######## tx_mac_arbiter ########
## config.mk

```make
export PLATFORM = sky130hd
export DESIGN_NAME = tx_mac_arbiter
export DESIGN_NICKNAME = d
export VERILOG_FILES = /design/src/rtl/tx_mac_arbiter_pkg.sv /design/src/rtl/tx_mac_arbiter_rr_arb2.sv /design/src/rtl/tx_mac_arbiter.sv
export SDC_FILE = /design/constraint.sdc
export NUM_CORES = 1
export LEC_CHECK = 0
export ABC_AREA = 1
export CORE_ASPECT_RATIO = 0.7
export CORE_MARGIN = 10
export CORE_UTILIZATION = 46
export CTS_BUF_LIST = sky130_fd_sc_hd__clkbuf_16
export CTS_CLUSTER_DIAMETER = 100
export DETAILED_ROUTE_END_ITERATION = 16
export PLACE_DENSITY = 0.86
export SKIP_CTS_REPAIR_TIMING = 1
export SKIP_LAST_GASP = 1
export SLEW_MARGIN = 20
export SYNTH_ARGS = -nofsm -noshare
export SYNTH_HDL_FRONTEND = slang
export SYNTH_SLANG_ARGS = --single-unit
```

## constraint.sdc

```tcl
create_clock -name clk -period 4 [get_ports clk]
set_input_delay 0.4 -clock clk [delete_from_list [all_inputs] [get_ports clk]]
set_output_delay 0.4 -clock clk [all_outputs]
set_load 0.02 [all_outputs]
```

## src/rtl/tx_mac_arbiter_pkg.sv

```systemverilog
// Shared TX definitions: arbiter state encodings, default grant timeout and the
// per-source MAC TX bundle used by the datapath mux.
package tx_mac_arbiter_pkg;

    typedef enum logic [1:0] {
        ST_ARB      = 2'd0,
        ST_GRANTED  = 2'd1,
        ST_IN_FRAME = 2'd2,
        ST_RELEASE  = 2'd3
    } tx_arb_state_e;

    localparam int          TX_TIMEOUT_CYC_DEFAULT = 64;
    localparam logic [7:0]  TX_VALID_FULL          = 8'hFF;
    localparam logic [15:0] TX_TIMEOUT_MAX         = 16'hFFFF;

    typedef struct packed {
        logic        start;
        logic [63:0] data;
        logic [7:0]  data_valid;
        logic        underrun;
    } tx_bus_t;

    // A partial (or empty) word after payload has started closes the frame.
    function automatic logic tx_frame_end(input logic data_seen, input logic [7:0] data_valid);
        return data_seen && (data_valid != TX_VALID_FULL);
    endfunction

endpackage

```

## src/rtl/tx_mac_arbiter_rr_arb2.sv

```systemverilog
// Two-way round-robin pick; the last-served register is updated when a grant
// is released, so the other source wins the next tie.
module rr_arb2 (
    input  logic       clk,
    input  logic       reset,
    input  logic [1:0] req,
    input  logic       update,
    input  logic       served,
    output logic       pick,
    output logic       valid
);

    logic last_q;

    always_ff @(posedge clk or posedge reset) begin
        if (reset) begin
            last_q <= 1'b1;
        end else if (update) begin
            last_q <= served;
        end
    end

    always_comb begin
        valid = |req;
        pick  = req[1] & (~req[0] | ~last_q);
    end

endmodule

```

## src/rtl/tx_mac_arbiter.sv

```systemverilog
// Two-source MAC TX arbiter: round-robin grant, combinational datapath mux,
// per-source frame counters and a saturating revoked-grant counter.
//
// state       | meaning
// ST_ARB      | no owner; grant a requesting source at the next edge
// ST_GRANTED  | source owns the path, waiting for its tx_start (timeout armed)
// ST_IN_FRAME | frame in flight; ends on end-of-frame or underrun
// ST_RELEASE  | one idle cycle with grant low, last-served updated
module tx_mac_arbiter
    import tx_mac_arbiter_pkg::*;
#(
    parameter int TIMEOUT_CYC = TX_TIMEOUT_CYC_DEFAULT,
    parameter int CNT_W       = 32
) (
    input  logic             clk,
    input  logic             reset,

    input  logic             s0_req,
    output logic             s0_gnt,
    input  logic             s0_tx_start,
    input  logic [63:0]      s0_tx_data,
    input  logic [7:0]       s0_tx_data_valid,
    input  logic             s0_tx_underrun,
    output logic             s0_tx_ack,

    input  logic             s1_req,
    output logic             s1_gnt,
    input  logic             s1_tx_start,
    input  logic [63:0]      s1_tx_data,
    input  logic [7:0]       s1_tx_data_valid,
    input  logic             s1_tx_underrun,
    output logic             s1_tx_ack,

    output logic             tx_start,
    output logic [63:0]      tx_data,
    output logic [7:0]       tx_data_valid,
    output logic             tx_underrun,
    input  logic             tx_ack,

    output logic [CNT_W-1:0] s0_frames,
    output logic [CNT_W-1:0] s1_frames,
    output logic [15:0]      timeouts
);

    localparam int WAIT_W = (TIMEOUT_CYC > 1) ? $clog2(TIMEOUT_CYC) : 1;
    localparam logic [WAIT_W-1:0] WAIT_LOAD = WAIT_W'(TIMEOUT_CYC - 1);

    tx_arb_state_e     state;
    logic              gnt0_q;
    logic              gnt1_q;
    logic              sel_q;
    logic              data_seen;
    logic [WAIT_W-1:0] wait_cnt;

    logic              arb_pick;
    logic              arb_valid;
    tx_bus_t           src0;
    tx_bus_t           src1;
    tx_bus_t           mux;

    rr_arb2 u_rr_arb2 (
        .clk    (clk),
        .reset  (reset),
        .req    ({s1_req, s0_req}),
        .update (state == ST_RELEASE),
        .served (sel_q),
        .pick   (arb_pick),
        .valid  (arb_valid)
    );

    always_comb begin
        src0 = '{start: s0_tx_start, data: s0_tx_data,
                 data_valid: s0_tx_data_valid, underrun: s0_tx_underrun};
        src1 = '{start: s1_tx_start, data: s1_tx_data,
                 data_valid: s1_tx_data_valid, underrun: s1_tx_underrun};
        mux  = '0;
        if (gnt0_q) begin
            mux = src0;
        end else if (gnt1_q) begin
            mux = src1;
        end
    end

    assign tx_start      = mux.start;
    assign tx_data       = mux.data;
    assign tx_data_valid = mux.data_valid;
    assign tx_underrun   = mux.underrun;

    assign s0_gnt    = gnt0_q;
    assign s1_gnt    = gnt1_q;
    assign s0_tx_ack = tx_ack & gnt0_q;
    assign s1_tx_ack = tx_ack & gnt1_q;

    always_ff @(posedge clk or posedge reset) begin
        if (reset) begin
            state     <= ST_ARB;
            gnt0_q    <= 1'b0;
            gnt1_q    <= 1'b0;
            sel_q     <= 1'b0;
            data_seen <= 1'b0;
            wait_cnt  <= '0;
            s0_frames <= '0;
            s1_frames <= '0;
            timeouts  <= '0;
        end else begin
            case (state)
                ST_ARB: begin
                    if (arb_valid) begin
                        state     <= ST_GRANTED;
                        sel_q     <= arb_pick;
                        gnt0_q    <= ~arb_pick;
                        gnt1_q    <= arb_pick;
                        wait_cnt  <= WAIT_LOAD;
                        data_seen <= 1'b0;
                    end
                end
                ST_GRANTED: begin
                    if (mux.start) begin
                        state     <= ST_IN_FRAME;
                        data_seen <= 1'b0;
                    end else if (wait_cnt == '0) begin
                        state  <= ST_RELEASE;
                        gnt0_q <= 1'b0;
                        gnt1_q <= 1'b0;
                        if (timeouts != TX_TIMEOUT_MAX) begin
                            timeouts <= timeouts + 16'd1;
                        end
                    end else begin
                        wait_cnt <= wait_cnt - WAIT_W'(1);
                    end
                end
                ST_IN_FRAME: begin
                    // A repeated start masks any coincident end-of-frame.
                    if (mux.underrun) begin
                        state  <= ST_RELEASE;
                        gnt0_q <= 1'b0;
                        gnt1_q <= 1'b0;
                    end else if (!mux.start && tx_frame_end(data_seen, mux.data_valid)) begin
                        state  <= ST_RELEASE;
                        gnt0_q <= 1'b0;
                        gnt1_q <= 1'b0;
                        if (sel_q) begin
                            s1_frames <= s1_frames + CNT_W'(1);
                        end else begin
                            s0_frames <= s0_frames + CNT_W'(1);
                        end
                    end else if (mux.data_valid != 8'h00) begin
                        data_seen <= 1'b1;
                    end
                end
                ST_RELEASE: begin
                    state <= ST_ARB;
                end
                default: begin
                    state <= ST_ARB;
                end
            endcase
        end
    end

endmodule

```

### Register map, names as in the netlist, tx_mac_arbiter

(3 px per um) Other sequential cells in the stronger grey, the rest of the logic in the fainter grey.
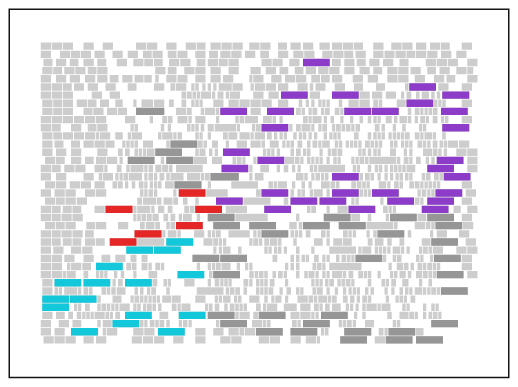
legend:
  wait_cnt:
    colour: red
    flops: 6
  timeouts:
    colour: cyan
    flops: 16
    where: lower left
  s0_frames:
    colour: purple
    flops: 32
not coloured: 39

### Routed metal per tile, tx_mac_arbiter

(2 px per um) 33 x 24 tiles, from dark blue (low) to red (high), scaled to the fullest tile. Values are wire area over tile area, all layers added.
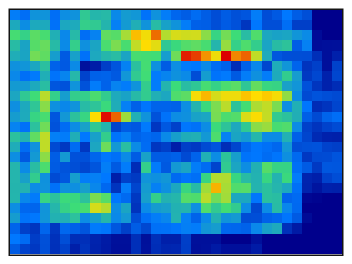
emptiest ninth of the die: lower right
mean over tiles: 0.26
nearly empty tiles: 5.3%

==> out/metrics.cfg <==
[status]
status = finished, final reports clean

[timing]
max_freq_mhz = 306
grt_setup_unrepaired = no
hold_viol = 0
fin_skew_ps = 8.38

[layout]
final_core_util = 0.707
fillCellCount = 1211
seq_area_frac = 0.224
antennaDiodeCount = 6
logic_gate_count = 789
regArea_um2 = 2330
lay_top_cells = nand2_1 (361), clkdlybuf4s50_1 (310), nand3_1 (95), nor2_1 (92), dfrtp_1 (91)

[worst_setup_path]
r2r_slack_ps = 1310
cp.arrival_ps = 2870
worst_r2r_endpoint = s1_frames[0]
crit_end = tx_underrun
cp_max_fo = 38
path_delay_family = buffers and inverters

[job]
maxCapViolCount = 0

[cts]
clk_latency_ps = 340
h-tree-depth = 3
clock_sinks = 93

[route]
dr_wl_met3_um = 4340
highest_layer = met5
via_per_inst = 5.35
wl_per_cell_um = 20.0

[global_route]
grt_usage = 0.275
grt_max_degree = 57
antenna_found_initial = 10

[die]
floorplan.core_util = 0.468
pin_count = 311
taps = 195
dieArea_um2 = 20300

[min_path]
worstHoldStart = timeouts[4]
hold_depth = 1

[placed_design]
gp_congestion = 1.07

[power]
comb_cell_power_mw = 2.65
p_per_area_nw_per_um2 = 463

[logic_synthesis]
yosys_cells = 1000
avgSynthCellArea_um2 = 6.87
synth_top_area_share = 0.335
common_cells = nand2_1 (361), nand3_1 (95), nor2_1 (93)

### Wires at chosen ports, followed through buffers, tx_mac_arbiter

(3 px per um)
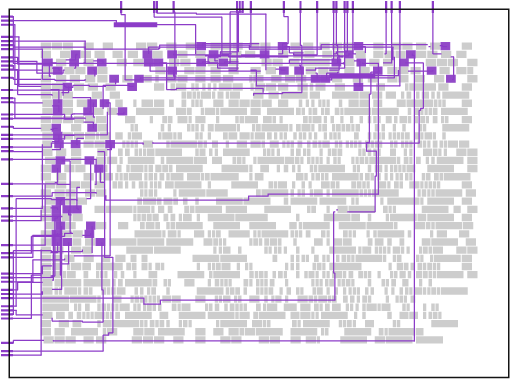
legend:
  s0_tx_data:
    colour: purple
    direction: input
    edge: 44 left, 20 top
    end_cells: 64
    wire: 3660 um


######## cim_input_sequencer ########
[config.mk]
export PLATFORM = sky130hd
export DESIGN_NAME = cim_input_sequencer
export DESIGN_NICKNAME = d
export VERILOG_FILES = /design/src/rtl/cim_pkg.sv /design/src/rtl/cim_exp_max_tree.sv /design/src/rtl/cim_input_sequencer.sv
export SDC_FILE = /design/constraint.sdc
export NUM_CORES = 2
export LEC_CHECK = 0
export CORE_MARGIN = 2
export CORE_UTILIZATION = 55
export CTS_CLUSTER_SIZE = 40
export DETAILED_ROUTE_END_ITERATION = 8
export PLACE_DENSITY = 0.82
export SLEW_MARGIN = 20
export SYNTH_ARGS = -nofsm -noshare
export SYNTH_HDL_FRONTEND = slang
export SYNTH_SLANG_ARGS = --single-unit
[constraint.sdc]
create_clock -name clk -period 21.8 [get_ports clk]
set_input_delay 4.36 -clock clk [delete_from_list [all_inputs] [get_ports clk]]
set_output_delay 4.36 -clock clk [all_outputs]
set_load 0.05 [all_outputs]
[src/rtl/cim_pkg.sv]
// cim_pkg: shared constants and types for the CIM input sequencer.
package cim_pkg;

  localparam int CIM_LANES = 36;
  localparam int LEN_INT   = 7;   // 4 digits + 3 zero drain cycles
  localparam int LEN_FP    = 11;  // 2 digits + 9 zero drain cycles

  // FP8 E5M2 lane layout; also reused as a plain 8-bit container in INT mode
  typedef struct packed {
    logic       sign;
    logic [4:0] exp;
    logic [1:0] mant;
  } fp8_t;

  typedef enum logic [1:0] {
    S_IDLE   = 2'd0,
    S_ALIGN  = 2'd1,
    S_STREAM = 2'd2,
    S_WAIT   = 2'd3
  } seq_state_t;

  // Terminal value of cnt for the given mode
  function automatic logic [3:0] stream_last(input logic fp);
    return fp ? 4'(LEN_FP - 1) : 4'(LEN_INT - 1);
  endfunction

endpackage

[src/rtl/cim_exp_max_tree.sv]
// cim_exp_max_tree: combinational maximum of LANES 5-bit exponents,
// reduced pairwise over a power-of-two padded tree (pad leaves are 0).
module cim_exp_max_tree
  import cim_pkg::*;
#(
  parameter int LANES = CIM_LANES
) (
  input  logic [5*LANES-1:0] exp_vec,
  output logic [4:0]         exp_max
);

  localparam int P = 1 << $clog2(LANES);

  function automatic logic [4:0] tree_max(input logic [5*LANES-1:0] v);
    logic [4:0] node [2*P];
    for (int i = 0; i < 2*P; i++) node[i] = '0;
    for (int i = 0; i < LANES; i++) node[P+i] = v[5*i +: 5];
    for (int i = P-1; i >= 1; i--)
      node[i] = (node[2*i] > node[2*i+1]) ? node[2*i] : node[2*i+1];
    return node[1];
  endfunction

  // Pure reduction, no state
  always_comb exp_max = tree_max(exp_vec);

endmodule

[src/rtl/cim_input_sequencer.sv]
// cim_input_sequencer: accepts one activation vector, aligns FP8 exponents,
// streams 2-bit digits lane-parallel, then waits for CIM_done.
// Build option: define CIM_SEQ_FTZ_EN to flush FP8 subnormal lanes to zero.
// Handshake: a vector transfers on a rising clk edge where in_valid and
// in_ready are both high; in_ready is high only in IDLE and never depends
// on in_valid, and in_data/in_fp are only sampled on that transfer edge.
module cim_input_sequencer
  import cim_pkg::*;
#(
  parameter int LANES = CIM_LANES
) (
  input  logic               clk,
  input  logic               RSTN,
  input  logic               in_valid,
  output logic               in_ready,
  input  logic               in_fp,
  input  logic [8*LANES-1:0] in_data,
  input  logic               CIM_done,
  output logic               InFp,
  output logic               DataValid,
  output logic [3:0]         cnt,
  output logic [2*LANES-1:0] act_dig,
  output logic [LANES-1:0]   act_sign,
  output logic [LANES-1:0]   SDO,
  output logic [5*LANES-1:0] Diff,
  output logic [4:0]         exp_max,
  output logic               busy,
  output logic               seq_done
);

  seq_state_t             state_q, state_d;
  fp8_t [LANES-1:0]       lanes_q;
  logic [5*LANES-1:0]     tree_in;
  logic [4:0]             tree_max;
  logic [5*LANES-1:0]     diff_d;
  logic [LANES-1:0]       sdo_d, sign_d;
  logic [3:0]             last_cnt;

  assign last_cnt = stream_last(InFp);

  // State register
  always_ff @(posedge clk or negedge RSTN) begin
    if (!RSTN) state_q <= S_IDLE;
    else       state_q <= state_d;
  end

  // Next-state logic plus handshake and status outputs
  always_comb begin
    state_d   = state_q;
    in_ready  = 1'b0;
    DataValid = 1'b0;
    busy      = 1'b1;
    seq_done  = 1'b0;
    case (state_q)
      S_IDLE: begin
        in_ready = 1'b1;
        busy     = 1'b0;
        if (in_valid) state_d = S_ALIGN;
      end
      S_ALIGN:  state_d = S_STREAM;
      S_STREAM: begin
        DataValid = 1'b1;
        if (cnt == last_cnt) state_d = S_WAIT;
      end
      S_WAIT: begin
        if (CIM_done) begin
          seq_done = 1'b1;
          state_d  = S_IDLE;
        end
      end
      default: state_d = S_IDLE;
    endcase
  end

  // Exponents fed to the max tree; INT mode and flushed lanes contribute 0
  always_comb begin
    tree_in = '0;
    if (InFp)
      for (int i = 0; i < LANES; i++) tree_in[5*i +: 5] = lanes_q[i].exp;
  end

  cim_exp_max_tree #(.LANES(LANES)) u_exp_max_tree (
    .exp_vec (tree_in),
    .exp_max (tree_max)
  );

  // Per-lane alignment values, registered at the end of ALIGN
  always_comb begin
    diff_d = '0;
    sdo_d  = '0;
    sign_d = '0;
    if (InFp) begin
      for (int i = 0; i < LANES; i++) begin
        sdo_d[i] = (lanes_q[i].exp != 5'd0);
`ifdef CIM_SEQ_FTZ_EN
        sign_d[i] = lanes_q[i].sign & (lanes_q[i].exp != 5'd0);
        if (lanes_q[i].exp != 5'd0)
          diff_d[5*i +: 5] = tree_max - lanes_q[i].exp;
`else
        sign_d[i] = lanes_q[i].sign;
        // Subnormals align as exponent 1; an all-zero vector keeps Diff at 0
        if (tree_max != 5'd0)
          diff_d[5*i +: 5] = tree_max -
                             ((lanes_q[i].exp == 5'd0) ? 5'd1 : lanes_q[i].exp);
`endif
      end
    end
  end

  // Operand capture, alignment registers and stream counter
  always_ff @(posedge clk or negedge RSTN) begin
    if (!RSTN) begin
      lanes_q  <= '0;
      InFp     <= 1'b0;
      cnt      <= '0;
      exp_max  <= '0;
      Diff     <= '0;
      SDO      <= '0;
      act_sign <= '0;
    end else begin
      if (state_q == S_IDLE && in_valid) begin
        lanes_q <= in_data;
        InFp    <= in_fp;
      end
      if (state_q == S_ALIGN) begin
        exp_max  <= tree_max;
        Diff     <= diff_d;
        SDO      <= sdo_d;
        act_sign <= sign_d;
      end
      if (state_q == S_STREAM && cnt != last_cnt) cnt <= cnt + 4'd1;
      else                                        cnt <= '0;
    end
  end

  // Digit selection: MSB-first INT digits, or {0,hidden} then mantissa for FP
  always_comb begin
    act_dig = '0;
    if (state_q == S_STREAM) begin
      for (int i = 0; i < LANES; i++) begin
        if (!InFp) begin
          case (cnt)
            4'd0:    act_dig[2*i +: 2] = lanes_q[i][7:6];
            4'd1:    act_dig[2*i +: 2] = lanes_q[i][5:4];
            4'd2:    act_dig[2*i +: 2] = lanes_q[i][3:2];
            4'd3:    act_dig[2*i +: 2] = lanes_q[i][1:0];
            default: act_dig[2*i +: 2] = 2'b00;
          endcase
        end else if (cnt == 4'd0) begin
          act_dig[2*i +: 2] = {1'b0, SDO[i]};
        end else if (cnt == 4'd1) begin
`ifdef CIM_SEQ_FTZ_EN
          if (lanes_q[i].exp != 5'd0) act_dig[2*i +: 2] = lanes_q[i].mant;
`else
          act_dig[2*i +: 2] = lanes_q[i].mant;
`endif
        end
      end
    end
  end

endmodule

### Register map, names as in the netlist, cim_input_sequencer

(2 px per um) Other sequential cells in the stronger grey, the rest of the logic in the fainter grey.
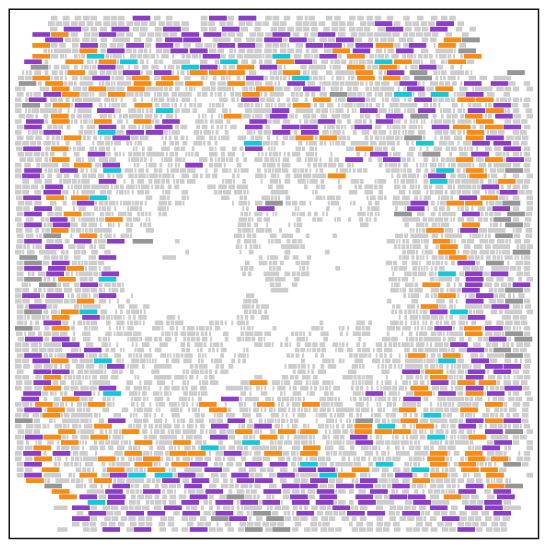
legend:
  Diff:
    colour: orange
    flops: 180
    where: spread over the die
  SDO:
    colour: cyan
    flops: 36
    where: spread over the die
  lanes_q:
    colour: purple
    flops: 288
    where: spread over the die

==> out/metrics.cfg <==
[logic_synthesis]
ys_sh_simple = 0.0974
ys_seq_share = 0.372
yosysTopAreaCell = dfrtp_1

[die]
dieArea_um2 = 69600

[status]
status = finished, final reports clean

[global_route]
grt_busiest_layer = met2
grt_max_degree = 166

[placed_design]
placed_cell_area_um2 = 43900

[layout]
drive_gt1_frac = 0.115

[worst_setup_path]
crit_path_frequent_cell = ha_1
crit_path_top_delay_cell = and2_4

[timing]
hold_viol = 0

[route]
highest_layer = met5

### Cell placement, cim_input_sequencer

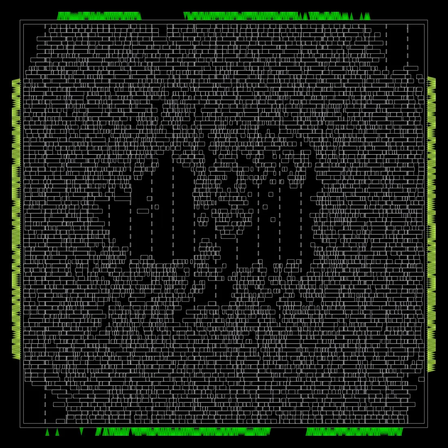
FF+latch count: 552
final cell count without fillers: 5324
Post-Route Utilization: 0.684
Row Count: 95
fraction of area in registers: 0.301


######## cache_arbiter_flat ########
## src/rtl/cache_arb_pkg.sv

```systemverilog
// Purpose: shared state encoding, parameter defaults and helpers for the cache arbiter.
// Latency: n/a (declarations only).
// Backpressure: n/a.
package cache_arb_pkg;

    typedef enum logic [1:0] {
        ST_IDLE = 2'd0,
        ST_BUSY = 2'd1,
        ST_RESP = 2'd2
    } state_t;

    localparam int          TIMEOUT_DEF  = 255;
    localparam logic [31:0] ERR_DATA_DEF = 32'hDEAD_BEEF;

    // Grant counters stick at all-ones instead of wrapping back to zero.
    function automatic logic [15:0] sat_inc16(input logic [15:0] v);
        return (v == 16'hFFFF) ? v : v + 16'd1;
    endfunction

endpackage

```

## src/rtl/cache_arbiter_if.sv

```systemverilog
// Purpose: bundles the two requester ports, the cache-controller side and status outputs.
// Latency: n/a (wires only).
// Backpressure: requesters hold valid/fields until req_ready; the cache answers with a ready pulse.
interface cache_arbiter_if;

    logic        p0_req_valid;
    logic        p0_req_ready;
    logic [31:0] p0_addr;
    logic [31:0] p0_wdata;
    logic        p0_rw;
    logic        p0_resp_valid;
    logic [31:0] p0_rdata;
    logic [15:0] p0_grant_cnt;

    logic        p1_req_valid;
    logic        p1_req_ready;
    logic [31:0] p1_addr;
    logic [31:0] p1_wdata;
    logic        p1_rw;
    logic        p1_resp_valid;
    logic [31:0] p1_rdata;
    logic [15:0] p1_grant_cnt;

    logic        cache_req;
    logic [31:0] cache_addr;
    logic [31:0] cache_wdata;
    logic        cache_rw;
    logic [31:0] cache_rdata;
    logic        cache_ready;

    logic        timeout_err;

    // Arbiter side.
    modport slave (
        input  p0_req_valid, p0_addr, p0_wdata, p0_rw,
        input  p1_req_valid, p1_addr, p1_wdata, p1_rw,
        input  cache_rdata, cache_ready,
        output p0_req_ready, p0_resp_valid, p0_rdata, p0_grant_cnt,
        output p1_req_ready, p1_resp_valid, p1_rdata, p1_grant_cnt,
        output cache_req, cache_addr, cache_wdata, cache_rw,
        output timeout_err
    );

    // Requesters plus cache controller side.
    modport master (
        output p0_req_valid, p0_addr, p0_wdata, p0_rw,
        output p1_req_valid, p1_addr, p1_wdata, p1_rw,
        output cache_rdata, cache_ready,
        input  p0_req_ready, p0_resp_valid, p0_rdata, p0_grant_cnt,
        input  p1_req_ready, p1_resp_valid, p1_rdata, p1_grant_cnt,
        input  cache_req, cache_addr, cache_wdata, cache_rw,
        input  timeout_err
    );

endinterface

```

## src/rtl/rr_arbiter2.sv

```systemverilog
// Purpose: two-way round-robin pick; a tie goes to the port that was not granted last.
// Latency: combinational.
// Backpressure: none; the caller decides when the grant is consumed.
module rr_arbiter2 (
    input  logic [1:0] req,
    input  logic       last,
    output logic [1:0] gnt
);

    // One-hot grant: single requester wins outright, tie flips away from the last winner.
    always_comb begin
        gnt = 2'b00;
        case (req)
            2'b01:   gnt = 2'b01;
            2'b10:   gnt = 2'b10;
            2'b11:   gnt = last ? 2'b01 : 2'b10;
            default: gnt = 2'b00;
        endcase
    end

endmodule

```

## src/rtl/cache_arbiter.sv

```systemverilog
// Purpose: shares one cache controller between two request ports, with timeout abort.
// Latency: accept T, cache_req from T+1, cache_ready at T+k -> resp_valid at T+k+1.
// Backpressure: one operation in flight; req_ready only in IDLE, next accept no earlier than T+k+2.
module cache_arbiter
    import cache_arb_pkg::*;
#(
    parameter int          TIMEOUT  = TIMEOUT_DEF,
    parameter logic [31:0] ERR_DATA = ERR_DATA_DEF
) (
    input  logic            clk,
    input  logic            rst,
    cache_arbiter_if.slave  bus
);

    localparam int CW = ($clog2(TIMEOUT + 1) > 8) ? $clog2(TIMEOUT + 1) : 8;

    state_t        state, state_nxt;
    logic [1:0]    gnt;
    logic          accept;
    logic          tmo_hit;
    logic          last;        // 1 = port 1 was granted last
    logic          sel;         // port owning the in-flight operation
    logic [CW-1:0] tmo_cnt;
    logic [31:0]   addr_q, wdata_q;
    logic          rw_q;
    logic [31:0]   rdata0_q, rdata1_q;
    logic [15:0]   cnt0_q, cnt1_q;
    logic          tmo_err_q;
    logic [31:0]   resp_dat;

    rr_arbiter2 u_rr (
        .req  ({bus.p1_req_valid, bus.p0_req_valid}),
        .last (last),
        .gnt  (gnt)
    );

    // Next-state and accept/timeout decode.
    always_comb begin
        state_nxt = state;
        accept    = 1'b0;
        tmo_hit   = 1'b0;
        case (state)
            ST_IDLE: begin
                if (|gnt) begin
                    accept    = 1'b1;
                    state_nxt = ST_BUSY;
                end
            end
            ST_BUSY: begin
                // A ready that lands on the final counted cycle still wins over the timeout.
                if (bus.cache_ready) begin
                    state_nxt = ST_RESP;
                end else if (tmo_cnt == CW'(TIMEOUT - 1)) begin
                    tmo_hit   = 1'b1;
                    state_nxt = ST_RESP;
                end
            end
            ST_RESP: state_nxt = ST_IDLE;
            default: state_nxt = ST_IDLE;
        endcase
    end

    // State register; reset drops cache_req at once and discards any in-flight operation.
    always_ff @(posedge clk or posedge rst) begin
        if (rst) state <= ST_IDLE;
        else     state <= state_nxt;
    end

    assign resp_dat = tmo_hit ? ERR_DATA : (rw_q ? 32'h0 : bus.cache_rdata);

    // Request latch, grant bookkeeping, timeout counter and per-port response data.
    always_ff @(posedge clk or posedge rst) begin
        if (rst) begin
            last      <= 1'b1;
            sel       <= 1'b0;
            addr_q    <= '0;
            wdata_q   <= '0;
            rw_q      <= 1'b0;
            tmo_cnt   <= '0;
            rdata0_q  <= '0;
            rdata1_q  <= '0;
            cnt0_q    <= '0;
            cnt1_q    <= '0;
            tmo_err_q <= 1'b0;
        end else begin
            if (accept) begin
                sel     <= gnt[1];
                last    <= gnt[1];
                addr_q  <= gnt[1] ? bus.p1_addr  : bus.p0_addr;
                wdata_q <= gnt[1] ? bus.p1_wdata : bus.p0_wdata;
                rw_q    <= gnt[1] ? bus.p1_rw    : bus.p0_rw;
                tmo_cnt <= '0;
                if (gnt[1]) cnt1_q <= sat_inc16(cnt1_q);
                else        cnt0_q <= sat_inc16(cnt0_q);
            end else if (state == ST_BUSY) begin
                tmo_cnt <= tmo_cnt + CW'(1);
            end
            if (state == ST_BUSY && state_nxt == ST_RESP) begin
                if (sel) rdata1_q <= resp_dat;
                else     rdata0_q <= resp_dat;
                if (tmo_hit) tmo_err_q <= 1'b1;
            end
        end
    end

    assign bus.p0_req_ready  = accept & gnt[0];
    assign bus.p1_req_ready  = accept & gnt[1];
    assign bus.p0_resp_valid = (state == ST_RESP) && !sel;
    assign bus.p1_resp_valid = (state == ST_RESP) &&  sel;
    assign bus.p0_rdata      = rdata0_q;
    assign bus.p1_rdata      = rdata1_q;
    assign bus.p0_grant_cnt  = cnt0_q;
    assign bus.p1_grant_cnt  = cnt1_q;
    assign bus.cache_req     = (state == ST_BUSY);
    assign bus.cache_addr    = addr_q;
    assign bus.cache_wdata   = wdata_q;
    assign bus.cache_rw      = rw_q;
    assign bus.timeout_err   = tmo_err_q;

endmodule

```

## src/flat_wrapper.sv

```systemverilog
// flat-port wrapper written by rule: the top's interface ports become plain ports
module cache_arbiter_flat import cache_arb_pkg::*;
#(
    parameter int          TIMEOUT  = TIMEOUT_DEF,
    parameter logic [31:0] ERR_DATA = ERR_DATA_DEF
)
  (clk, rst, bus_p0_req_valid, bus_p0_addr, bus_p0_wdata, bus_p0_rw, bus_p1_req_valid, bus_p1_addr, bus_p1_wdata, bus_p1_rw, bus_cache_rdata, bus_cache_ready, bus_p0_req_ready, bus_p0_resp_valid, bus_p0_rdata, bus_p0_grant_cnt, bus_p1_req_ready, bus_p1_resp_valid, bus_p1_rdata, bus_p1_grant_cnt, bus_cache_req, bus_cache_addr, bus_cache_wdata, bus_cache_rw, bus_timeout_err);
  cache_arbiter_if bus_i ();
  input  logic clk;
  input  logic rst;
  input wire logic [$bits(bus_i.p0_req_valid)-1:0] bus_p0_req_valid;
  input wire logic [$bits(bus_i.p0_addr)-1:0] bus_p0_addr;
  input wire logic [$bits(bus_i.p0_wdata)-1:0] bus_p0_wdata;
  input wire logic [$bits(bus_i.p0_rw)-1:0] bus_p0_rw;
  input wire logic [$bits(bus_i.p1_req_valid)-1:0] bus_p1_req_valid;
  input wire logic [$bits(bus_i.p1_addr)-1:0] bus_p1_addr;
  input wire logic [$bits(bus_i.p1_wdata)-1:0] bus_p1_wdata;
  input wire logic [$bits(bus_i.p1_rw)-1:0] bus_p1_rw;
  input wire logic [$bits(bus_i.cache_rdata)-1:0] bus_cache_rdata;
  input wire logic [$bits(bus_i.cache_ready)-1:0] bus_cache_ready;
  output wire logic [$bits(bus_i.p0_req_ready)-1:0] bus_p0_req_ready;
  output wire logic [$bits(bus_i.p0_resp_valid)-1:0] bus_p0_resp_valid;
  output wire logic [$bits(bus_i.p0_rdata)-1:0] bus_p0_rdata;
  output wire logic [$bits(bus_i.p0_grant_cnt)-1:0] bus_p0_grant_cnt;
  output wire logic [$bits(bus_i.p1_req_ready)-1:0] bus_p1_req_ready;
  output wire logic [$bits(bus_i.p1_resp_valid)-1:0] bus_p1_resp_valid;
  output wire logic [$bits(bus_i.p1_rdata)-1:0] bus_p1_rdata;
  output wire logic [$bits(bus_i.p1_grant_cnt)-1:0] bus_p1_grant_cnt;
  output wire logic [$bits(bus_i.cache_req)-1:0] bus_cache_req;
  output wire logic [$bits(bus_i.cache_addr)-1:0] bus_cache_addr;
  output wire logic [$bits(bus_i.cache_wdata)-1:0] bus_cache_wdata;
  output wire logic [$bits(bus_i.cache_rw)-1:0] bus_cache_rw;
  output wire logic [$bits(bus_i.timeout_err)-1:0] bus_timeout_err;
  assign bus_i.p0_req_valid = bus_p0_req_valid;
  assign bus_i.p0_addr = bus_p0_addr;
  assign bus_i.p0_wdata = bus_p0_wdata;
  assign bus_i.p0_rw = bus_p0_rw;
  assign bus_i.p1_req_valid = bus_p1_req_valid;
  assign bus_i.p1_addr = bus_p1_addr;
  assign bus_i.p1_wdata = bus_p1_wdata;
  assign bus_i.p1_rw = bus_p1_rw;
  assign bus_i.cache_rdata = bus_cache_rdata;
  assign bus_i.cache_ready = bus_cache_ready;
  assign bus_p0_req_ready = bus_i.p0_req_ready;
  assign bus_p0_resp_valid = bus_i.p0_resp_valid;
  assign bus_p0_rdata = bus_i.p0_rdata;
  assign bus_p0_grant_cnt = bus_i.p0_grant_cnt;
  assign bus_p1_req_ready = bus_i.p1_req_ready;
  assign bus_p1_resp_valid = bus_i.p1_resp_valid;
  assign bus_p1_rdata = bus_i.p1_rdata;
  assign bus_p1_grant_cnt = bus_i.p1_grant_cnt;
  assign bus_cache_req = bus_i.cache_req;
  assign bus_cache_addr = bus_i.cache_addr;
  assign bus_cache_wdata = bus_i.cache_wdata;
  assign bus_cache_rw = bus_i.cache_rw;
  assign bus_timeout_err = bus_i.timeout_err;
  cache_arbiter #(.TIMEOUT(TIMEOUT), .ERR_DATA(ERR_DATA)) u_core (.clk(clk), .rst(rst), .bus(bus_i));
endmodule
```

## config.mk

```make
export PLATFORM = sky130hd
export DESIGN_NAME = cache_arbiter_flat
export DESIGN_NICKNAME = d
export VERILOG_FILES = /design/src/rtl/cache_arb_pkg.sv /design/src/rtl/cache_arbiter_if.sv /design/src/rtl/rr_arbiter2.sv /design/src/rtl/cache_arbiter.sv /design/src/flat_wrapper.sv
export SDC_FILE = /design/constraint.sdc
export NUM_CORES = 1
export LEC_CHECK = 0
export ABC_AREA = 1
export CORE_AREA = 5 5 144 146
export DETAILED_ROUTE_END_ITERATION = 12
export DIE_AREA = 0 0 149 151
export PLACE_DENSITY = 0.79
export SYNTH_ARGS = -nofsm -noshare
export SYNTH_HDL_FRONTEND = slang
export SYNTH_SLANG_ARGS = --single-unit
export TNS_END_PERCENT = 5
```

## constraint.sdc

```tcl
create_clock -name clk -period 6.5 [get_ports clk]
set_input_delay 1.3 -clock clk [delete_from_list [all_inputs] [get_ports clk]]
set_output_delay 1.3 -clock clk [all_outputs]
set_load 0.01 [all_outputs]
```

### Register map, names as in the netlist, cache_arbiter_flat

(4 px per um) Other sequential cells in the stronger grey, the rest of the logic in the fainter grey.
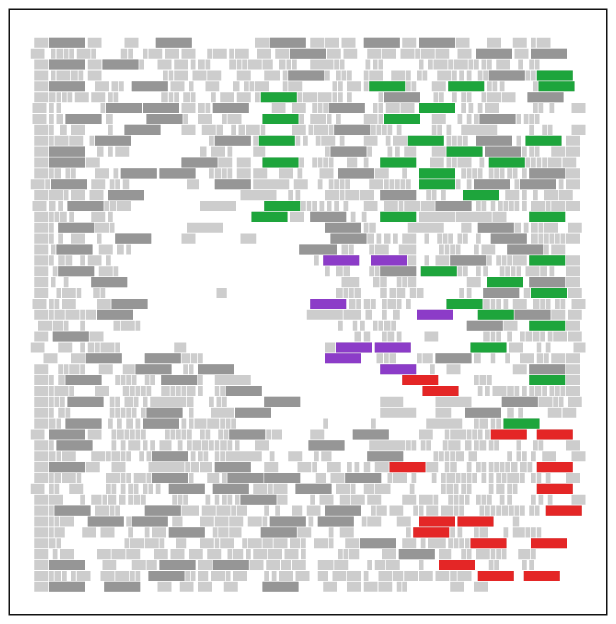
legend:
  u_core.bus.p0_grant_cnt:
    colour: red
    flops: 16
    where: lower right
  u_core.tmo_cnt:
    colour: purple
    flops: 8
    where: centre
  u_core.bus.p0_rdata:
    colour: green
    flops: 32
not coloured: 118

==> out/metrics.cfg <==
[route]
drt_iter0_drc = 434
dr_wl_met2_um = 12400

[layout]
syn_to_final_growth_pct = 50.4
flops = 174
lay_top_cells = nand2_1 (554), clkdlybuf4s50_1 (333), dfrtp_1 (173), nand3_1 (56), nor2_1 (49)
final_core_util = 0.631

[cts]
cts_hold_buf = 0
max-clock-path-buffers = 2
clk_latency_ps = 420

[logic_synthesis]
yosys_cells = 1038
ys_top_logic_family = simple AND/OR/NAND/NOR gates
synth-edff-count = 0
syn-num-nets = 1209
ys_seq_share = 0.539

[min_path]
hp-class = flop to flop

[global_route]
antenna_found_initial = 0
grt_use_met3 = 0.0640

[worst_setup_path]
crit_path_top_delay_cell = o21ai_4
worst_r2r_endpoint = u_core.bus.p1_grant_cnt[8]
cp_data_required_time_ps = 5200

[status]
status = finished, final reports clean

[placed_design]
dp_hpwl_um = 17800

[job]
warnings = 27

[power]
swShare = 0.373


######## mvm_rr_scheduler ########
`src/rtl/mvm_rr_scheduler.sv`:
```
// Round-robin scheduler that shares one MVM engine among NUM_REQ requesters.
// Job flow: IDLE -> ISSUE -> ARM -> RUN -> DONE -> IDLE.
// - ISSUE snapshots the winner's vector and weight and pulses the engine start.
// - ARM ignores i_ismvm for one cycle, so a stale "idle" from the previous job
//   is not mistaken for completion.
// - RUN waits for i_ismvm to fall, or aborts after TIMEOUT busy cycles.
// Handshake: a level i_req is a held request; o_gnt is the acknowledge and
// stays high from ISSUE through the completion cycle. The completion cycle
// carries a one-cycle o_done or o_err pulse. A requester may drop i_req once
// granted; the job still runs to completion.
module mvm_rr_scheduler #(
  parameter int NUM_REQ = 4,
  parameter int NUM_BIT = 8,
  parameter int DIM     = 4,
  parameter int TIMEOUT = 1023,
  localparam int PW     = (NUM_REQ > 1) ? $clog2(NUM_REQ) : 1,
  localparam int CW     = $clog2(TIMEOUT + 1)
) (
  input  logic                                   i_clk_mvmSch,
  input  logic                                   i_rst_mvmSch,
  input  logic [NUM_REQ-1:0]                     i_req,
  input  logic [NUM_REQ-1:0][DIM-1:0][NUM_BIT-1:0] i_x_req,
  input  logic [NUM_REQ-1:0][NUM_BIT-1:0]        i_wt_req,
  output logic [NUM_REQ-1:0]                     o_gnt,
  output logic [NUM_REQ-1:0]                     o_done,
  output logic [NUM_REQ-1:0]                     o_err,
  output logic [DIM-1:0][NUM_BIT-1:0]            o_y_vector,
  output logic                                   o_busy,
  output logic                                   o_start_mvm,
  output logic [DIM-1:0][NUM_BIT-1:0]            o_x_mvm,
  output logic [NUM_BIT-1:0]                     o_wt_mvm,
  output logic                                   o_sign,
  input  logic                                   i_ismvm,
  input  logic [DIM-1:0][NUM_BIT-1:0]            i_wx_result,
  output logic [2:0]                             state_dbg,
  output logic [PW-1:0]                          rr_ptr_dbg
);

  typedef enum logic [2:0] {
    S_IDLE  = 3'd0,
    S_ISSUE = 3'd1,
    S_ARM   = 3'd2,
    S_RUN   = 3'd3,
    S_DONE  = 3'd4
  } state_t;

  state_t        state;
  logic [PW-1:0] rr_ptr;
  logic [PW-1:0] gnt_idx;
  logic [PW-1:0] nxt_ptr;
  logic [CW-1:0] cnt;

  logic          sel_valid;
  logic [PW-1:0] sel_idx;
  logic [PW:0]   cand;

  assign o_busy     = (state != S_IDLE);
  assign o_sign     = o_wt_mvm[NUM_BIT-1];
  assign state_dbg  = state;
  assign rr_ptr_dbg = rr_ptr;
  assign nxt_ptr    = (gnt_idx == PW'(NUM_REQ - 1)) ? '0 : gnt_idx + 1'b1;

  // Pick the first requester at or after rr_ptr (wrapping). The scan runs from
  // the farthest offset down to offset 0, so the nearest requester is written
  // last and wins.
  always_comb begin
    sel_valid = 1'b0;
    sel_idx   = '0;
    cand      = '0;
    for (int k = NUM_REQ - 1; k >= 0; k--) begin
      cand = {1'b0, rr_ptr} + (PW+1)'(k);
      if (cand >= (PW+1)'(NUM_REQ)) cand = cand - (PW+1)'(NUM_REQ);
      if (i_req[cand[PW-1:0]]) begin
        sel_valid = 1'b1;
        sel_idx   = cand[PW-1:0];
      end
    end
  end

  // Job sequencer: state, grant, snapshot, timeout counter and result capture.
  always_ff @(posedge i_clk_mvmSch) begin
    if (i_rst_mvmSch) begin
      state       <= S_IDLE;
      rr_ptr      <= '0;
      gnt_idx     <= '0;
      cnt         <= '0;
      o_gnt       <= '0;
      o_done      <= '0;
      o_err       <= '0;
      o_start_mvm <= 1'b0;
      o_x_mvm     <= '0;
      o_wt_mvm    <= '0;
      o_y_vector  <= '0;
    end else begin
      o_start_mvm <= 1'b0;
      o_done      <= '0;
      o_err       <= '0;
      case (state)
        S_IDLE: begin
          if (sel_valid) begin
            state       <= S_ISSUE;
            gnt_idx     <= sel_idx;
            o_gnt       <= NUM_REQ'(1) << sel_idx;
            o_x_mvm     <= i_x_req[sel_idx];
            o_wt_mvm    <= i_wt_req[sel_idx];
            o_start_mvm <= 1'b1;
          end else begin
            // A grant left over from a timeout drops here.
            o_gnt <= '0;
          end
        end
        S_ISSUE: state <= S_ARM;
        S_ARM: begin
          cnt   <= '0;
          state <= S_RUN;
        end
        S_RUN: begin
          if (!i_ismvm) begin
            // Capture while the engine reports finished, so the result is
            // already visible alongside o_done.
            state      <= S_DONE;
            o_done     <= o_gnt;
            o_y_vector <= i_wx_result;
          end else if (cnt == CW'(TIMEOUT - 1)) begin
            // Abort: grant is held for the error cycle, result is kept.
            state  <= S_IDLE;
            o_err  <= o_gnt;
            rr_ptr <= nxt_ptr;
            cnt    <= '0;
          end else begin
            cnt <= cnt + 1'b1;
          end
        end
        S_DONE: begin
          state  <= S_IDLE;
          o_gnt  <= '0;
          rr_ptr <= nxt_ptr;
        end
        default: state <= S_IDLE;
      endcase
    end
  end

endmodule

```
`config.mk`:
```
export PLATFORM = sky130hd
export DESIGN_NAME = mvm_rr_scheduler
export DESIGN_NICKNAME = d
export VERILOG_FILES = /design/src/rtl/mvm_rr_scheduler.sv
export SDC_FILE = /design/constraint.sdc
export NUM_CORES = 1
export LEC_CHECK = 0
export CAP_MARGIN = 20
export CORE_AREA = 4 4 118 120
export CTS_BUF_LIST = sky130_fd_sc_hd__clkbuf_16
export CTS_CLUSTER_SIZE = 24
export DETAILED_ROUTE_END_ITERATION = 7
export DIE_AREA = 0 0 122 124
export HOLD_SLACK_MARGIN = 0.1
export PLACE_DENSITY_LB_ADDON = 0.3
export SLEW_MARGIN = 20
export SYNTH_ARGS = -nofsm -noshare
export SYNTH_HDL_FRONTEND = slang
export SYNTH_SLANG_ARGS = --single-unit
```
`constraint.sdc`:
```
create_clock -name i_clk_mvmSch -period 5.17 [get_ports i_clk_mvmSch]
set_input_delay 1.551 -clock i_clk_mvmSch [delete_from_list [all_inputs] [get_ports i_clk_mvmSch]]
set_output_delay 1.551 -clock i_clk_mvmSch [all_outputs]
set_load 0.1 [all_outputs]
```
### Routed metal per tile, mvm_rr_scheduler

(3 px per um) 24 x 25 tiles, from dark blue (low) to red (high), scaled to the fullest tile. Values are wire area over tile area, all layers added.
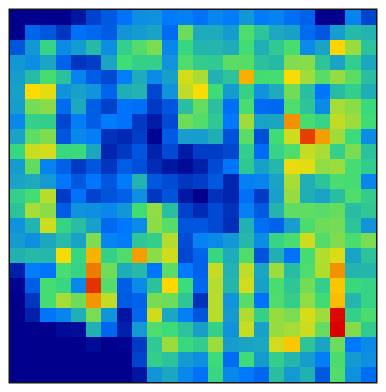
mean over tiles: 0.21
emptiest ninth of the die: lower left
fullest tile: 0.58
nearly empty tiles: 6.3%
tiles over half the peak: 27%

### Register map, names as in the netlist, mvm_rr_scheduler

(4 px per um) Other sequential cells in the stronger grey, the rest of the logic in the fainter grey.
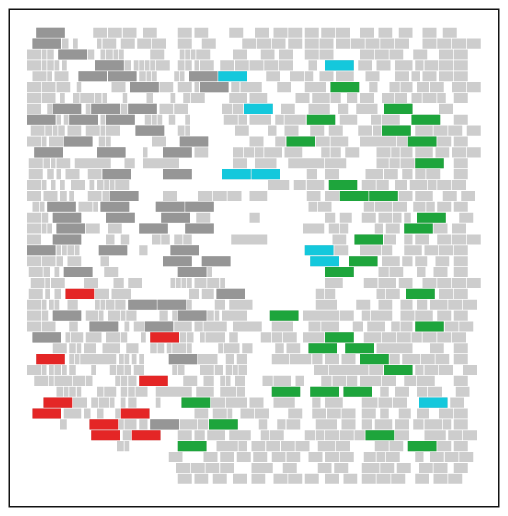
legend:
  cnt:
    colour: red
    flops: 10
    where: lower left
  o_wt_mvm:
    colour: cyan
    flops: 8
  o_x_mvm:
    colour: green
    flops: 32
not coloured: 52

==> out/metrics.cfg <==
[cts]
path_clk_slew_ps = 70
cts.root.buffer_cell = clkbuf_16
max-clock-path-buffers = 2

[logic_synthesis]
yosys.area_share.aoi = 0.312
common_cells = dfxtp_1 (102), nand2_1 (76), and2_1 (49)
xor_share = 0.00161

[placed_design]
gp_congestion = 0.829

[power]
combPwrFrac = 0.424
ir_drop_mv = 0.268
seq-power_mw = 0.896

[timing]
fin_crit_sh = 0.730
fin_crit_ps = 3770

[status]
status = finished, final reports clean

[global_route]
overflow = 0
grt_use_met3 = 0.0699

[layout]
flops = 102
stdcell_area_um2 = 8680

[worst_setup_path]
r2r_start = state_dbg[0]


######## layer01_load_flat ########
### Routed metal per tile, layer01_load_flat

(2 px per um) 29 x 29 tiles, from dark blue (low) to red (high), scaled to the fullest tile. Values are wire area over tile area, all layers added.
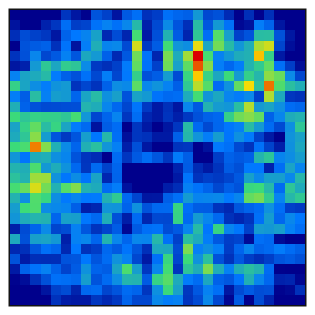
### Register map, names as in the netlist, layer01_load_flat

(4 px per um) Other sequential cells in the stronger grey, the rest of the logic in the fainter grey.
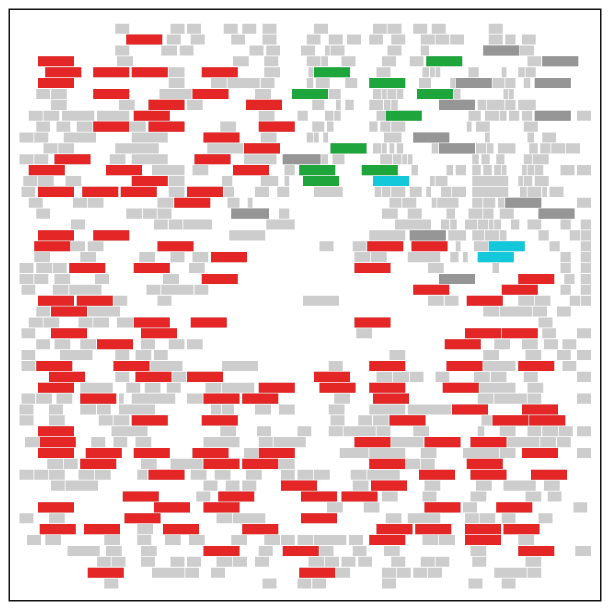
### Signal wires by layer, layer01_load_flat

(2 px per um) Two of the layers only.
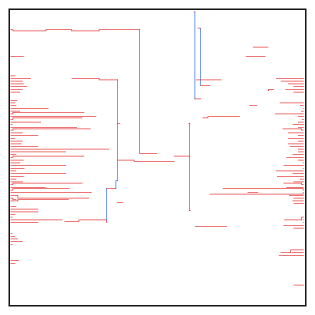
--- config.mk ---
export PLATFORM = sky130hd
export DESIGN_NAME = layer01_load_flat
export DESIGN_NICKNAME = d
export VERILOG_FILES = /design/src/rtl/layer_buf_pkg.sv /design/src/rtl/layer01_load_if.sv /design/src/rtl/layer_word_ser.sv /design/src/rtl/layer01_load.sv /design/src/flat_wrapper.sv
export SDC_FILE = /design/constraint.sdc
export NUM_CORES = 1
export LEC_CHECK = 0
export CAP_MARGIN = 20
export CORE_MARGIN = 2
export CORE_UTILIZATION = 35
export DETAILED_ROUTE_END_ITERATION = 10
export GPL_ROUTABILITY_DRIVEN = 0
export PLACE_DENSITY_LB_ADDON = 0.1
export SLEW_MARGIN = 20
export SYNTH_ARGS = -nofsm -noshare
export SYNTH_HDL_FRONTEND = slang
export SYNTH_SLANG_ARGS = --single-unit
export TNS_END_PERCENT = 20
--- constraint.sdc ---
create_clock -name clk -period 3.6 [get_ports clk]
set_input_delay 0.54 -clock clk [delete_from_list [all_inputs] [get_ports clk]]
set_output_delay 0.54 -clock clk [all_outputs]
set_load 0.05 [all_outputs]
--- src/rtl/layer_buf_pkg.sv ---
// layer_buf_pkg: shared feature-buffer geometry and the load-side FSM state type
package layer_buf_pkg;
  localparam int NUM_BANKS      = 16;
  localparam int BANK_W         = 8;
  localparam int WORD_W         = 128;
  localparam int BEAT_W         = 32;
  localparam int BEATS_PER_WORD = 4;
  typedef enum logic [2:0] {IDLE, RD, WAIT, SER, DONE} load_state_t;
endpackage

--- src/rtl/layer01_load_if.sv ---
// layer01_load_if: control, SRAM read port and beat stream of the layer-01 loader
interface layer01_load_if import layer_buf_pkg::*; #(parameter int ADDR_W = 10, parameter int CNT_W = 10) ();
  logic                 i_start;
  logic [ADDR_W-1:0]    i_base_addr;
  logic [CNT_W-1:0]     i_num_words;
  logic [ADDR_W-1:0]    o_addr;
  logic [NUM_BANKS-1:0] o_cs;
  logic [WORD_W-1:0]    i_rdata;
  logic [BEAT_W-1:0]    o_data;
  logic                 o_vld;
  logic                 i_rdy;
  logic                 o_busy;
  logic                 o_done;
  modport master (input i_start, i_base_addr, i_num_words, i_rdata, i_rdy,
                  output o_addr, o_cs, o_data, o_vld, o_busy, o_done);
  modport slave  (output i_start, i_base_addr, i_num_words, i_rdata, i_rdy,
                  input o_addr, o_cs, o_data, o_vld, o_busy, o_done);
endinterface

--- src/rtl/layer_word_ser.sv ---
// layer_word_ser: holds one 128-bit word and unpacks it into four 32-bit beats, beat 0 first
module layer_word_ser import layer_buf_pkg::*; (
  input  logic              clk,
  input  logic              rstn,
  input  logic              load,
  input  logic [WORD_W-1:0] rdata,
  input  logic              en,
  input  logic              rdy,
  output logic [BEAT_W-1:0] data,
  output logic              vld,
  output logic              last
);
  logic [WORD_W-1:0] word;
  logic [1:0]        b;
  assign vld  = en;
  assign data = word[BEAT_W*int'(b) +: BEAT_W];
  assign last = en & rdy & (b == 2'(BEATS_PER_WORD-1));
  // beat index only moves on acceptance, so data/vld hold under backpressure
  always_ff @(posedge clk or negedge rstn)
    if (!rstn) begin
      word <= '0;
      b    <= '0;
    end else if (load) begin
      word <= rdata;
      b    <= '0;
    end else if (en && rdy) begin
      b    <= b + 2'd1;
    end
endmodule

--- src/rtl/layer01_load.sv ---
// layer01_load: reads 128-bit words from the banked feature buffer and streams them as 32-bit beats
module layer01_load import layer_buf_pkg::*; #(
  parameter int ADDR_W = 10,
  parameter int CNT_W  = 10,
  parameter int RD_LAT = 1
) (
  input logic clk,
  input logic rstn,
  layer01_load_if.master bus
);
  load_state_t       state, state_n;
  logic [ADDR_W-1:0] addr;
  logic [CNT_W-1:0]  cnt;
  logic [1:0]        lat;
  logic              lat_end, last;
  assign lat_end     = lat == 2'(RD_LAT-1);
  assign bus.o_addr  = addr;
  assign bus.o_cs    = state == RD ? '1 : '0;
  assign bus.o_busy  = state != IDLE;
  assign bus.o_done  = state == DONE;
  always_comb begin
    state_n = state;
    case (state)
      IDLE:    if (bus.i_start) state_n = bus.i_num_words != '0 ? RD : DONE;
      RD:      state_n = WAIT;
      WAIT:    if (lat_end) state_n = SER;
      SER:     if (last) state_n = cnt == CNT_W'(1) ? DONE : RD;
      default: state_n = IDLE;
    endcase
  end
  always_ff @(posedge clk or negedge rstn)
    if (!rstn) begin
      state <= IDLE;
      addr  <= '0;
      cnt   <= '0;
      lat   <= '0;
    end else begin
      state <= state_n;
      lat   <= state == WAIT ? lat + 2'd1 : '0;
      if (state == IDLE && bus.i_start) begin
        addr <= bus.i_base_addr;
        cnt  <= bus.i_num_words;
      end else if (last) begin
        addr <= addr + ADDR_W'(1);
        cnt  <= cnt - CNT_W'(1);
      end
    end
  layer_word_ser u_ser (
    .clk   (clk),
    .rstn  (rstn),
    .load  (state == WAIT && lat_end),
    .rdata (bus.i_rdata),
    .en    (state == SER),
    .rdy   (bus.i_rdy),
    .data  (bus.o_data),
    .vld   (bus.o_vld),
    .last  (last)
  );
endmodule

--- src/flat_wrapper.sv ---
// flat-port wrapper written by rule: the top's interface ports become plain ports
module layer01_load_flat import layer_buf_pkg::*;
#(
  parameter int ADDR_W = 10,
  parameter int CNT_W  = 10,
  parameter int RD_LAT = 1
)
  (clk, rstn, bus_i_start, bus_i_base_addr, bus_i_num_words, bus_i_rdata, bus_i_rdy, bus_o_addr, bus_o_cs, bus_o_data, bus_o_vld, bus_o_busy, bus_o_done);
  layer01_load_if #(.ADDR_W(ADDR_W), .CNT_W(CNT_W)) bus_i ();
  input logic clk;
  input logic rstn;
  input wire logic [$bits(bus_i.i_start)-1:0] bus_i_start;
  input wire logic [$bits(bus_i.i_base_addr)-1:0] bus_i_base_addr;
  input wire logic [$bits(bus_i.i_num_words)-1:0] bus_i_num_words;
  input wire logic [$bits(bus_i.i_rdata)-1:0] bus_i_rdata;
  input wire logic [$bits(bus_i.i_rdy)-1:0] bus_i_rdy;
  output wire logic [$bits(bus_i.o_addr)-1:0] bus_o_addr;
  output wire logic [$bits(bus_i.o_cs)-1:0] bus_o_cs;
  output wire logic [$bits(bus_i.o_data)-1:0] bus_o_data;
  output wire logic [$bits(bus_i.o_vld)-1:0] bus_o_vld;
  output wire logic [$bits(bus_i.o_busy)-1:0] bus_o_busy;
  output wire logic [$bits(bus_i.o_done)-1:0] bus_o_done;
  assign bus_i.i_start = bus_i_start;
  assign bus_i.i_base_addr = bus_i_base_addr;
  assign bus_i.i_num_words = bus_i_num_words;
  assign bus_i.i_rdata = bus_i_rdata;
  assign bus_i.i_rdy = bus_i_rdy;
  assign bus_o_addr = bus_i.o_addr;
  assign bus_o_cs = bus_i.o_cs;
  assign bus_o_data = bus_i.o_data;
  assign bus_o_vld = bus_i.o_vld;
  assign bus_o_busy = bus_i.o_busy;
  assign bus_o_done = bus_i.o_done;
  layer01_load #(.ADDR_W(ADDR_W), .CNT_W(CNT_W), .RD_LAT(RD_LAT)) u_core (.clk(clk), .rstn(rstn), .bus(bus_i));
endmodule
==> out/metrics.cfg <==
[min_path]
hp-class = input port to asynchronous set/reset pin

[layout]
clkCellAreaFrac = 0.0607
antennaDiodeCount = 0
fin_cells = 973
drive_gt1_frac = 0.229
seq_area_frac = 0.385
sh_comb_area = 0.299

[die]
dieArea_um2 = 21700
placementRows = 52

[logic_synthesis]
yosys.area_share.aoi = 0.0340
synth-edff-count = 0
yosys_cells = 495

[timing]
slew_viol_final = 0
worstMarginPinSlew_ps = 616
max_freq_mhz = 328

[placed_design]
dp.cells = 941
pre_cts_ws_ps = 1050

[cts]
max-clock-path-buffers = 2

[power]
swShare = 0.414
sequentialPowerShare = 0.297

[worst_setup_path]
r2r_slack_ps = 1070
crit_end = bus_o_vld

[global_route]
grt_pass1_vias = 5316
antenna_found_initial = 0

[route]
drc = 0
wl_per_cell_um = 17.7

[status]
status = finished, final reports clean

About 'Routed metal per tile' of layer01_load_flat:
mean over tiles: 0.13
emptiest ninth of the die: centre
fullest tile: 0.52
nearly empty tiles: 7.7%

About 'Register map, names as in the netlist' of layer01_load_flat:
legend:
  u_core.u_ser.word:
    colour: red
    flops: 128
    where: spread over the die
  u_core.state:
    colour: cyan
    flops: 3
  u_core.bus.o_addr:
    colour: green
    flops: 10
    where: top centre

About 'Signal wires by layer' of layer01_load_flat:
legend:
  M4:
    colour: blue
    wire_length: 248 um
  M3:
    colour: red
    wire_length: 1480 um



==> notes/layouts.md <==
Pictures saved along the way, in no particular order.

Cell placement.
(a)
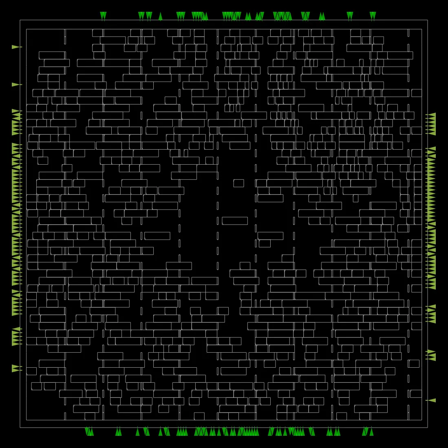
(b)
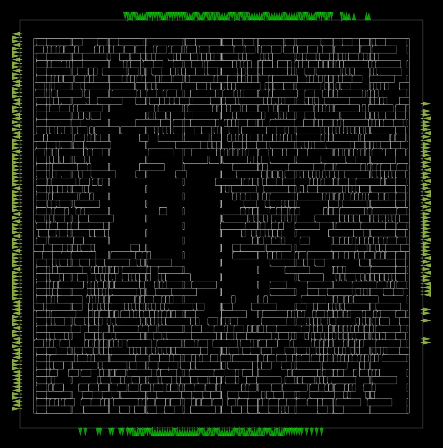
(c)
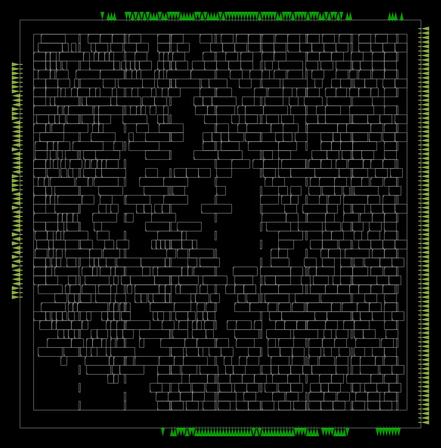
(d)
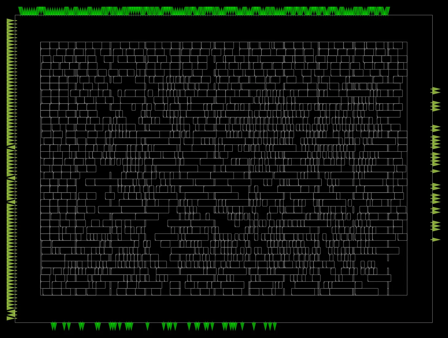
- lowest utilization: (a)
| picture | from |
|---|---|
| (a) | layer01_load_flat |
| (b) | cache_arbiter_flat |
| (d) | tx_mac_arbiter |
| (c) | mvm_rr_scheduler |

